######## axi_stream_insert_header ########
**axi_stream_insert_header: selected gate families**

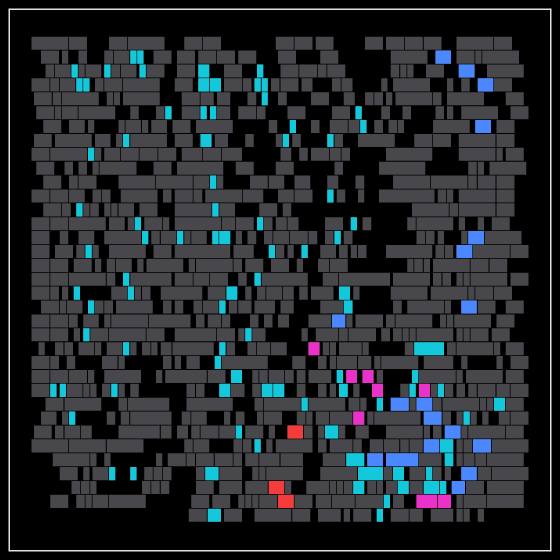

### config.mk
export PLATFORM = sky130hd
export DESIGN_NAME = axi_stream_insert_header
export DESIGN_NICKNAME = d
export VERILOG_FILES = /design/src/rtl/axi_stream_insert_header.sv
export SDC_FILE = /design/constraint.sdc
export NUM_CORES = 1
export LEC_CHECK = 0
export CAP_MARGIN = 20
export CORE_MARGIN = 4
export CORE_UTILIZATION = 55
export CTS_BUF_LIST = sky130_fd_sc_hd__clkbuf_16
export CTS_CLUSTER_SIZE = 14
export DETAILED_ROUTE_END_ITERATION = 7
export GPL_TIMING_DRIVEN = 0
export PLACE_DENSITY = 0.92
export SLEW_MARGIN = 40
export SYNTH_ARGS = -nofsm -noshare
export SYNTH_HDL_FRONTEND = slang
export SYNTH_SLANG_ARGS = --single-unit
### constraint.sdc
create_clock -name clk -period 11.46 [get_ports clk]
set_input_delay 1.719 -clock clk [delete_from_list [all_inputs] [get_ports clk]]
set_output_delay 1.719 -clock clk [all_outputs]
set_load 0.005 [all_outputs]
### src/rtl/axi_stream_insert_header.sv
// axi_stream_insert_header
//
// Prepends a variable-length header (0..DATA_BYTE_WD bytes, taken from the
// low end of one header word) to each AXI-Stream packet. The output is a
// byte-packed stream, most-significant byte first: header bytes, then every
// payload byte, with the final beat's keep MSB-aligned.
//
// Ports
//   clk, rst_n        clock; synchronous reset, active HIGH (1 = reset)
//   valid_in/ready_in payload handshake; data_in, keep_in, last_in
//   valid_out/ready_out output handshake; data_out, keep_out, last_out
//   valid_insert/ready_insert header handshake; data_insert, keep_insert,
//                     byte_insert_cnt (header byte count k, authoritative)
module axi_stream_insert_header #(
  parameter int DATA_WD      = 32,
  parameter int DATA_BYTE_WD = DATA_WD / 8,
  parameter int BYTE_CNT_WD  = $clog2(DATA_BYTE_WD)
) (
  input  logic                    clk,
  input  logic                    rst_n,
  input  logic                    valid_in,
  input  logic [DATA_WD-1:0]      data_in,
  input  logic [DATA_BYTE_WD-1:0] keep_in,
  input  logic                    last_in,
  output logic                    ready_in,
  output logic                    valid_out,
  output logic [DATA_WD-1:0]      data_out,
  output logic [DATA_BYTE_WD-1:0] keep_out,
  output logic                    last_out,
  input  logic                    ready_out,
  input  logic                    valid_insert,
  input  logic [DATA_WD-1:0]      data_insert,
  input  logic [DATA_BYTE_WD-1:0] keep_insert,
  input  logic [BYTE_CNT_WD:0]    byte_insert_cnt,
  output logic                    ready_insert
);

  localparam int N = DATA_BYTE_WD;

  typedef enum logic [1:0] {IDLE, DATA, FLUSH} state_t;

  // Header keep is informational only; the byte count is authoritative.
  logic unused_keep_insert;
  assign unused_keep_insert = ^keep_insert;

  // {low k bytes of r, top N-k bytes of d}, byte-wise, MSB first.
  function automatic logic [DATA_WD-1:0] merge_beat(input logic [DATA_WD-1:0] r,
                                                    input logic [DATA_WD-1:0] d,
                                                    input int k);
    logic [DATA_WD-1:0] o;
    o = '0;
    for (int p = 0; p < N; p++) begin
      if (p < k) o[8*(N-1-p) +: 8] = r[8*(k-1-p) +: 8];
      else       o[8*(N-1-p) +: 8] = d[8*(N-1-p+k) +: 8];
    end
    return o;
  endfunction

  // Top cnt keep bits set (MSB-aligned contiguous).
  function automatic logic [N-1:0] keep_top(input int cnt);
    logic [N-1:0] m;
    m = '0;
    for (int p = 0; p < N; p++) begin
      if (p < cnt) m[N-1-p] = 1'b1;
    end
    return m;
  endfunction

  function automatic int popcount(input logic [N-1:0] v);
    int c;
    c = 0;
    for (int p = 0; p < N; p++) begin
      if (v[p]) c = c + 1;
    end
    return c;
  endfunction

  // Disabled bytes are driven to zero.
  function automatic logic [DATA_WD-1:0] apply_keep(input logic [DATA_WD-1:0] d,
                                                    input logic [N-1:0] keep);
    logic [DATA_WD-1:0] o;
    o = d;
    for (int p = 0; p < N; p++) begin
      if (!keep[p]) o[8*p +: 8] = 8'h00;
    end
    return o;
  endfunction

  state_t               state, state_d;
  logic [DATA_WD-1:0]   res_p0;        // residual: previous word, low k bytes pending
  logic [BYTE_CNT_WD:0] hdr_cnt_p0;    // k for the current packet
  logic [N-1:0]         flush_keep_p0; // keep of the trailing flush beat
  logic [N-1:0]         flush_keep_d;
  logic                 load_en;
  logic                 beat_vld;
  logic [DATA_WD-1:0]   beat_data;
  logic [N-1:0]         beat_keep;
  logic                 beat_last;
  logic                 acc_in;
  logic                 acc_hdr;
  int                   tot;

  // Output register can take a new beat when empty or being drained.
  assign load_en = !valid_out || ready_out;
  assign acc_in  = valid_in && ready_in;
  assign acc_hdr = valid_insert && ready_insert;

  always_comb begin
    state_d      = state;
    ready_in     = 1'b0;
    ready_insert = 1'b0;
    beat_vld     = 1'b0;
    beat_data    = '0;
    beat_keep    = '0;
    beat_last    = 1'b0;
    flush_keep_d = flush_keep_p0;
    tot          = int'(hdr_cnt_p0) + popcount(keep_in);
    case (state)
      IDLE: begin
        ready_insert = 1'b1;
        if (valid_insert) state_d = DATA;
      end
      DATA: begin
        ready_in = load_en;
        if (valid_in && load_en) begin
          beat_vld  = 1'b1;
          beat_data = merge_beat(res_p0, data_in, int'(hdr_cnt_p0));
          beat_keep = '1;
          if (last_in) begin
            if (tot <= N) begin
              beat_keep = keep_top(tot);
              beat_last = 1'b1;
              state_d   = IDLE;
            end else begin
              // Header plus tail spill past one beat: residual needs a flush beat.
              flush_keep_d = keep_top(tot - N);
              state_d      = FLUSH;
            end
          end
        end
      end
      FLUSH: begin
        if (load_en) begin
          beat_vld  = 1'b1;
          beat_data = merge_beat(res_p0, '0, int'(hdr_cnt_p0));
          beat_keep = flush_keep_p0;
          beat_last = 1'b1;
          state_d   = IDLE;
        end
      end
      default: state_d = IDLE;
    endcase
    if (rst_n) begin
      ready_in     = 1'b0;
      ready_insert = 1'b0;
    end
  end

  always_ff @(posedge clk) begin
    if (rst_n) state <= IDLE;
    else       state <= state_d;
  end

  // Stage p0: residual word, header byte count, pending flush keep.
  always_ff @(posedge clk) begin
    if (rst_n) begin
      res_p0        <= '0;
      hdr_cnt_p0    <= '0;
      flush_keep_p0 <= '0;
    end else begin
      if (acc_hdr) begin
        res_p0     <= data_insert;
        hdr_cnt_p0 <= (int'(byte_insert_cnt) > N) ? (BYTE_CNT_WD+1)'(N) : byte_insert_cnt;
      end
      if (acc_in) begin
        res_p0        <= data_in;
        flush_keep_p0 <= flush_keep_d;
      end
    end
  end

  // Stage p1: output register, holds while stalled by the sink.
  always_ff @(posedge clk) begin
    if (rst_n) begin
      valid_out <= 1'b0;
      data_out  <= '0;
      keep_out  <= '0;
      last_out  <= 1'b0;
    end else if (load_en) begin
      valid_out <= beat_vld;
      data_out  <= apply_keep(beat_data, beat_keep);
      keep_out  <= beat_keep;
      last_out  <= beat_last;
    end
  end

endmodule

######## dcache_wt ########
**src/rtl/dcache_wt.sv**
```systemverilog
// dcache_wt: write-through, no-write-allocate, direct-mapped data cache.
//
// Sits between the core data port (dreq/dresp) and the shared memory bus
// (creq/cresp). Requests with addr[31]==1 are cacheable. Load misses refill a
// whole 32-byte line with a 4-beat incrementing burst. Stores always go to the
// bus as a single beat, and they also update the line when it hits.
// Requests with addr[31]==0 are MMIO and go to the bus as one uncached beat.
//
// Ports:
//   clk, reset            clock, synchronous active-high reset
//   dreq_valid/addr/size/strobe/data   core request, held until data_ok
//   dresp_addr_ok/data_ok/data         core response, one-cycle pulse
//   creq_valid/is_write/size/addr/strobe/data/len   bus request
//   cresp_ready/last/data              bus beat handshake and read data
module dcache_wt #(
    parameter int SETS  = 16,
    parameter int WORDS = 4
) (
    input  logic        clk,
    input  logic        reset,
    input  logic        dreq_valid,
    input  logic [63:0] dreq_addr,
    input  logic [2:0]  dreq_size,
    input  logic [7:0]  dreq_strobe,
    input  logic [63:0] dreq_data,
    output logic        dresp_addr_ok,
    output logic        dresp_data_ok,
    output logic [63:0] dresp_data,
    output logic        creq_valid,
    output logic        creq_is_write,
    output logic [2:0]  creq_size,
    output logic [63:0] creq_addr,
    output logic [7:0]  creq_strobe,
    output logic [63:0] creq_data,
    output logic [3:0]  creq_len,
    input  logic        cresp_ready,
    input  logic        cresp_last,
    input  logic [63:0] cresp_data
);

    localparam int IDX_W  = $clog2(SETS);
    localparam int WSEL_W = $clog2(WORDS);
    localparam int TAG_W  = 27 - IDX_W;

    typedef enum logic [2:0] {
        S_IDLE,
        S_LOOKUP,
        S_REFILL,
        S_WRITE,
        S_UNCACHED,
        S_RESP
    } state_t;

    state_t r_state;
    state_t w_state_n;

    logic [63:0]       r_addr;
    logic [2:0]        r_size;
    logic [7:0]        r_strobe;
    logic [63:0]       r_wdata;
    logic [WSEL_W-1:0] r_cnt;
    logic [SETS-1:0]   r_valid;
    logic [TAG_W-1:0]  r_tag  [SETS];
    logic [63:0]       r_line [SETS][WORDS];

    logic [IDX_W-1:0]  w_idx;
    logic [TAG_W-1:0]  w_tag;
    logic [WSEL_W-1:0] w_wsel;
    logic              w_store;
    logic              w_hit;
    logic [63:0]       w_word;
    logic [63:0]       w_merged;
    logic              w_last_beat;

    assign w_idx       = r_addr[5 +: IDX_W];
    assign w_tag       = r_addr[31 -: TAG_W];
    assign w_wsel      = r_addr[3 +: WSEL_W];
    assign w_store     = (r_strobe != 8'h00);
    assign w_hit       = r_valid[w_idx] && (r_tag[w_idx] == w_tag);
    assign w_word      = r_line[w_idx][w_wsel];
    assign w_last_beat = cresp_ready && cresp_last;

    // Store-hit byte merge into the resident word.
    always_comb begin
        w_merged = w_word;
        for (int b = 0; b < 8; b++) begin
            if (r_strobe[b]) begin
                w_merged[b*8 +: 8] = r_wdata[b*8 +: 8];
            end
        end
    end

    always_comb begin
        w_state_n     = r_state;
        dresp_addr_ok = 1'b0;
        dresp_data_ok = 1'b0;
        dresp_data    = 64'h0;
        creq_valid    = 1'b0;
        creq_is_write = 1'b0;
        creq_size     = r_size;
        creq_addr     = r_addr;
        creq_strobe   = r_strobe;
        creq_data     = r_wdata;
        creq_len      = 4'd0;
        case (r_state)
            S_IDLE: begin
                if (dreq_valid) begin
                    w_state_n = dreq_addr[31] ? S_LOOKUP : S_UNCACHED;
                end
            end
            S_LOOKUP: begin
                if (w_store) begin
                    w_state_n = S_WRITE;
                end else if (w_hit) begin
                    dresp_addr_ok = 1'b1;
                    dresp_data_ok = 1'b1;
                    dresp_data    = w_word;
                    w_state_n     = S_IDLE;
                end else begin
                    w_state_n = S_REFILL;
                end
            end
            S_REFILL: begin
                creq_valid  = 1'b1;
                creq_size   = 3'd3;
                creq_addr   = {r_addr[63:5], 5'b0};
                creq_strobe = 8'h00;
                creq_data   = 64'h0;
                creq_len    = 4'd3;
                if (w_last_beat) begin
                    w_state_n = S_RESP;
                end
            end
            S_RESP: begin
                dresp_addr_ok = 1'b1;
                dresp_data_ok = 1'b1;
                dresp_data    = w_word;
                w_state_n     = S_IDLE;
            end
            S_WRITE: begin
                creq_valid    = 1'b1;
                creq_is_write = 1'b1;
                if (w_last_beat) begin
                    dresp_addr_ok = 1'b1;
                    dresp_data_ok = 1'b1;
                    w_state_n     = S_IDLE;
                end
            end
            S_UNCACHED: begin
                creq_valid    = 1'b1;
                creq_is_write = w_store;
                if (w_last_beat) begin
                    dresp_addr_ok = 1'b1;
                    dresp_data_ok = 1'b1;
                    dresp_data    = w_store ? 64'h0 : cresp_data;
                    w_state_n     = S_IDLE;
                end
            end
            default: begin
                w_state_n = S_IDLE;
            end
        endcase
        // Outputs are quiet while reset is held, whatever state was in flight.
        if (reset) begin
            dresp_addr_ok = 1'b0;
            dresp_data_ok = 1'b0;
            dresp_data    = 64'h0;
            creq_valid    = 1'b0;
        end
    end

    always_ff @(posedge clk) begin
        if (reset) begin
            r_state <= S_IDLE;
            r_valid <= '0;
            r_cnt   <= '0;
        end else begin
            r_state <= w_state_n;
            // Invalidate on refill entry so an aborted refill leaves no valid line.
            if (r_state == S_LOOKUP && !w_store && !w_hit) begin
                r_valid[w_idx] <= 1'b0;
                r_cnt          <= '0;
            end
            if (r_state == S_REFILL && cresp_ready) begin
                r_cnt <= r_cnt + 1'b1;
                if (cresp_last) begin
                    r_valid[w_idx] <= 1'b1;
                end
            end
        end
    end

    always_ff @(posedge clk) begin
        if (r_state == S_IDLE && dreq_valid) begin
            r_addr   <= dreq_addr;
            r_size   <= dreq_size;
            r_strobe <= dreq_strobe;
            r_wdata  <= dreq_data;
        end
        if (r_state == S_LOOKUP && w_store && w_hit) begin
            r_line[w_idx][w_wsel] <= w_merged;
        end
        if (r_state == S_REFILL && cresp_ready) begin
            r_line[w_idx][r_cnt] <= cresp_data;
            if (cresp_last) begin
                r_tag[w_idx] <= w_tag;
            end
        end
    end

endmodule

```
**config.mk**
```make
export PLATFORM = sky130hd
export DESIGN_NAME = dcache_wt
export DESIGN_NICKNAME = d
export VERILOG_FILES = /design/src/rtl/dcache_wt.sv
export SDC_FILE = /design/constraint.sdc
export NUM_CORES = 2
export LEC_CHECK = 0
export CAP_MARGIN = 20
export CORE_MARGIN = 3
export CORE_UTILIZATION = 50
export CTS_BUF_LIST = sky130_fd_sc_hd__clkbuf_16
export CTS_CLUSTER_SIZE = 8
export DETAILED_ROUTE_END_ITERATION = 10
export GPL_ROUTABILITY_DRIVEN = 0
export MAX_ROUTING_LAYER = met4
export PLACE_DENSITY = 0.8
export SYNTH_ARGS = -nofsm -noshare
export SYNTH_HDL_FRONTEND = slang
export SYNTH_MEMORY_MAX_BITS = 65536
export SYNTH_SLANG_ARGS = --single-unit
```
**constraint.sdc**
```tcl
create_clock -name clk -period 18.7 [get_ports clk]
set_clock_uncertainty 0.2 [all_clocks]
set_input_delay 3.74 -clock clk [delete_from_list [all_inputs] [get_ports clk]]
set_output_delay 3.74 -clock clk [all_outputs]
set_load 0.02 [all_outputs]
```
**dcache_wt: signal wires on met3**

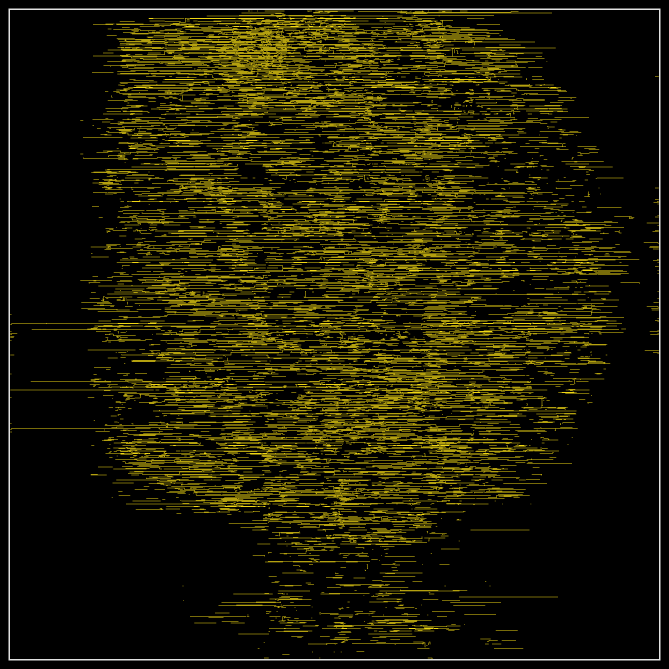
The longest straight run is 211 um. 2862 nets have wire on it.
DRT Wirelength: 652 mm
via count: 102k

==> Slide: Implementation Results, dcache_wt <==
Key Metrics from the Run

Logic synthesis
  • Main area contributors: edfxtp_1 (76%), mux4_2 (18%), mux2_2 (2.1%), buf_2 (0.54%), buf_4 (0.36%)
  • Adder Area Share: 0.0276%
  • Most common cell in the netlist: edfxtp_1
  • FFs w/ async S/R, synth: 0%
  • Largest type area fraction: 76.3%

Outcome
  • Status: finished, violations left
  • Failing checks: DRC

Routing
  • Drt drc: 89
  • DR vias/cell: 7.68
  • Wire length per cell: 48.9 um

Clock network
  • H-tree Lvls: 6
  • Clock latency on the worst-skew pair: 1080 ps
  • Hold Buf Count CTS: 0

Place
  • Pre-CTS WS: 7480 ps

Final layout
  • Register area: 0.139 mm2
  • #MultiIn Comb: 2419
  • Fin cells: 13.3k
  • Count of clock buffers in the final design: 663
  • Buffering overhead: 3.07%
  • Largest cell class by area: sequential cells

Flow run
  • Tool warnings: 46

Setup path
  • Worst Path Arrival: 8820 ps

Final timing
  • Final min period: 12760 ps
dcache_wt: power breakdown:
part / leakage (uW) / switching (uW) / internal, uW
logic: 0.0148 / 4300 / 2540
clock network: 0.00875 / 4570 / 6270
registers: 0.0416 / 184 / 13100
dcache_wt: sequential cells by signal, summed over array words and instances (netlist names), named ones only:
| register | cells |
|---|---|
| r_size | 3 |
| r_strobe | 8 |
| r_state | 3 |
| r_addr | 64 |
| r_cnt | 2 |
| r_valid | 16 |
| r_tag | 368 |
| r_line | 4096 |
| r_wdata | 64 |
dcache_wt: critical path: stages, from the launching register on:
cell	delay (ps)
dfxtp_4	970
buf_4	900
buf_12	600
buf_4	990
buf_4	880
mux4_2	440
mux4_2	520
mux4_2	680
a22oi_1	280
o21ai_0	260
clkdlybuf4s50_1	770
dcache_wt: final timing paths:
check / to / depth (start not counted)
min: r_valid[13] / 2
max reg2reg: r_line[10][153] / 14
max: dresp_data[42] / 10
min reg2reg: r_valid[13] / 2
dcache_wt: metal layers:
layer | wire length, um | track usage, %
met5 | 0 | -
met4 | 69200 | 28.2
met1 | 180000 | 39.4
met2 | 299000 | 52.1
met3 | 103000 | 11.0
**axi_stream_insert_header: signal wires on met2**

Bar = 20 um.
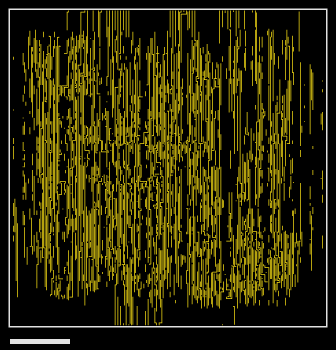
The longest straight run is 67.1 um. The layer carries 9160 um of wire. The wires run mostly vertical. The layer holds 46% of the routed length.
met2 Use GR: 57.3%
DRT Wirelength: 19.8 mm
via count: 5909

## Picture notes: 'selected gate families' of axi_stream_insert_header
Key: AND-OR and OR-AND gates = blue [cells 18, most used a22o_1]; NOR gates = cyan [cells 91, most used nor2_1, where widely spread]; XOR/XNOR gates = red [cells 3, most used xor2_1]; AND and OR gates = magenta [cells 8]
fin cells: 915
Comb area share: 48.8%
Commonest Layout Cell: clkdlybuf4s50_1

==> Slide: Implementation Results, axi_stream_insert_header <==
Key Metrics from the Run

Outcome
  • Status: finished, final reports clean

Final layout
  • Largest cell class by area: multi-input combinational cells
  • # nets final: 883
  • Area growth, synth to finish: 31.0%
  • Fillers: 710

Logic synthesis
  • # Cells Yosys: 655
  • Mapped Cells: 655
  • FFs w/ async S/R, synth: 0%
  • YS chip area: 0.00526 mm2
  • Yosys aoi share: 25.8%
  • Seq/Total Area, Yosys: 30.1%
  • Flops after synth: 79

Place
  • Placed Area: 0.00658 mm2
  • Placed cells: 900

Power and ir drop
  • Peak VDD IR: 0.0766 mV

Flow run
  • Tool warnings: 38

Setup path
  • CP Depth: 20
  • R2R Setup Slk: 6770 ps

Routing
  • DR WL met3: 2.24 mm

Die
  • N_taps: 129
  • IO Count: 121

Global route
  • Largest net degree at the start of global routing: 14
  • First-pass GRT wire length: 31.2 mm
  • Vias in the first global route: 5876
  • Gr usage total: 35.1%

Final timing
  • Fmax: 161 MHz
[axi_stream_insert_header: Yosys cell counts (2+ instances only)]
library cell / n
a211o_1: 3
a211oi_1: 10
a21boi_0: 2
a21oi_1: 49
a22o_1: 7
a311oi_1: 33
a31o_2: 2
a32oi_1: 11
and2_1: 2
buf_1: 4
buf_2: 23
buf_4: 4
clkbuf_1: 22
dfxtp_1: 79
ha_1: 19
inv_1: 20
mux2_2: 7
mux2i_1: 40
mux4_2: 9
nand2_1: 81
nand2b_1: 5
nand3_1: 36
nand3b_1: 3
nor2_1: 65
nor2b_1: 15
nor3_1: 3
nor3b_1: 4
o2111ai_1: 3
o21ai_0: 35
o21ai_1: 12
o22ai_1: 16
or3_1: 2
xor2_1: 3
[axi_stream_insert_header: flip-flops by register name, summed over array words and instances, names as in the netlist]
register,flops
last_out,1
hdr_cnt_p0,3
flush_keep_p0,4
state,2
keep_out,4
valid_out,1
data_out,32
res_p0,32
[axi_stream_insert_header: power by group]
part | total, uW | switching [uW] | internal (uW)
clock | 305 | 116 | 189
combinational | 233 | 134 | 98.6
sequential | 307 | 16.7 | 290
total | 845 | 267 | 578

==> gallery <==
Routing congestion map.
Plate I
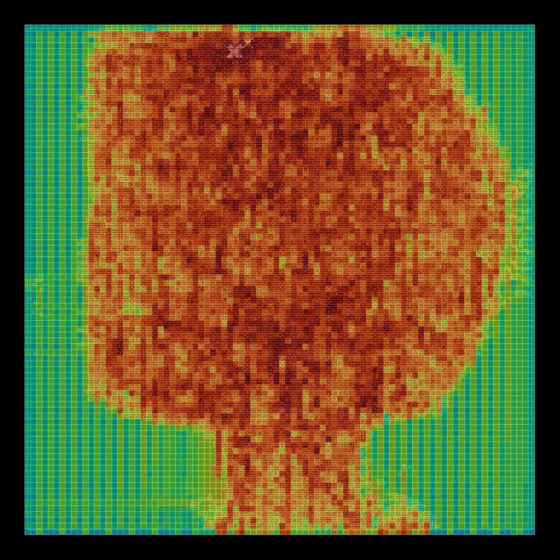
Plate II
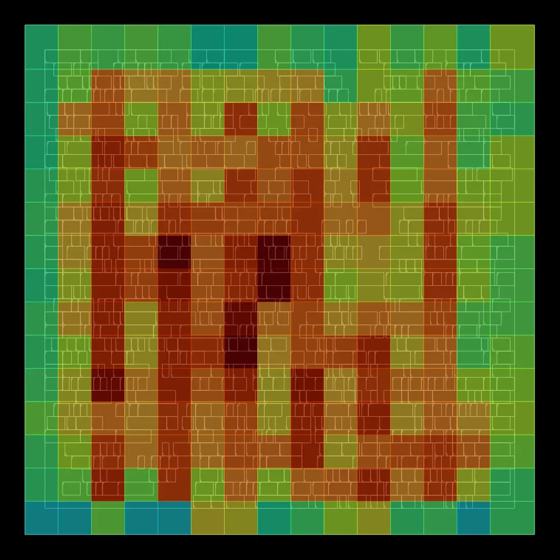
Plate II: axi_stream_insert_header
Plate I: dcache_wt
- highest utilization: Plate II
- most wire per cell: Plate I



==> layout pictures side by side <==
Where the registers sit.
shot_01.png
Bar = 200 um.
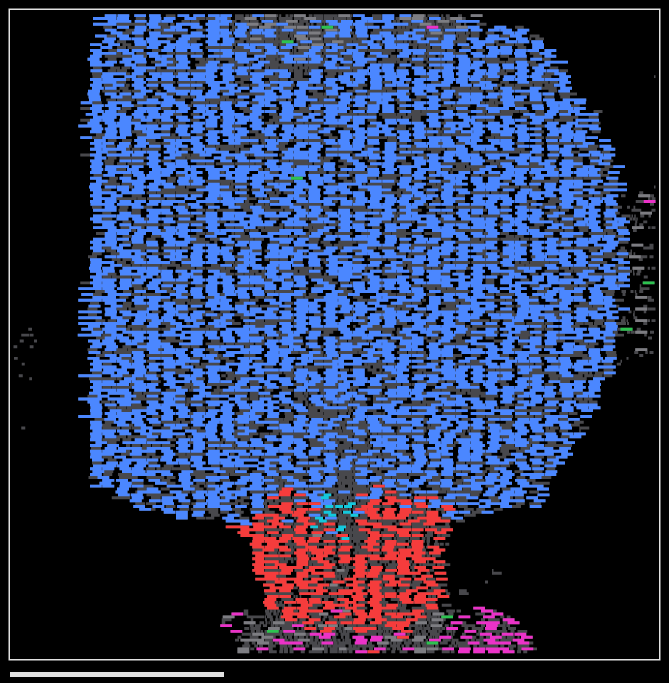
shot_02.png
Bar = 20 um.
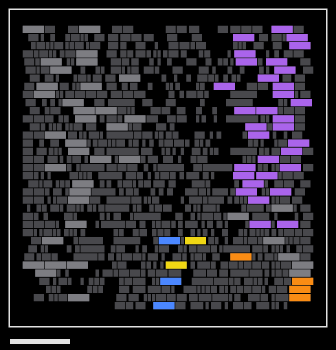
The one with the most cells is shot_01.png.
The one with the most sequential cells is shot_01.png.
shot_01.png comes from dcache_wt.
shot_02.png comes from axi_stream_insert_header.

Key to shot_01.png:
Key: `r_strobe` = green [placed flops 8]; `r_tag` = red [placed flops 368, where bottom center]; `r_valid` = cyan [placed flops 16, where bottom center]; `r_line` = blue [placed flops 4096]; `r_addr` = magenta [placed flops 64]
Another 76 sequential cells are not colored.

No activity file was given, so power comes from the tool's default toggle rates.
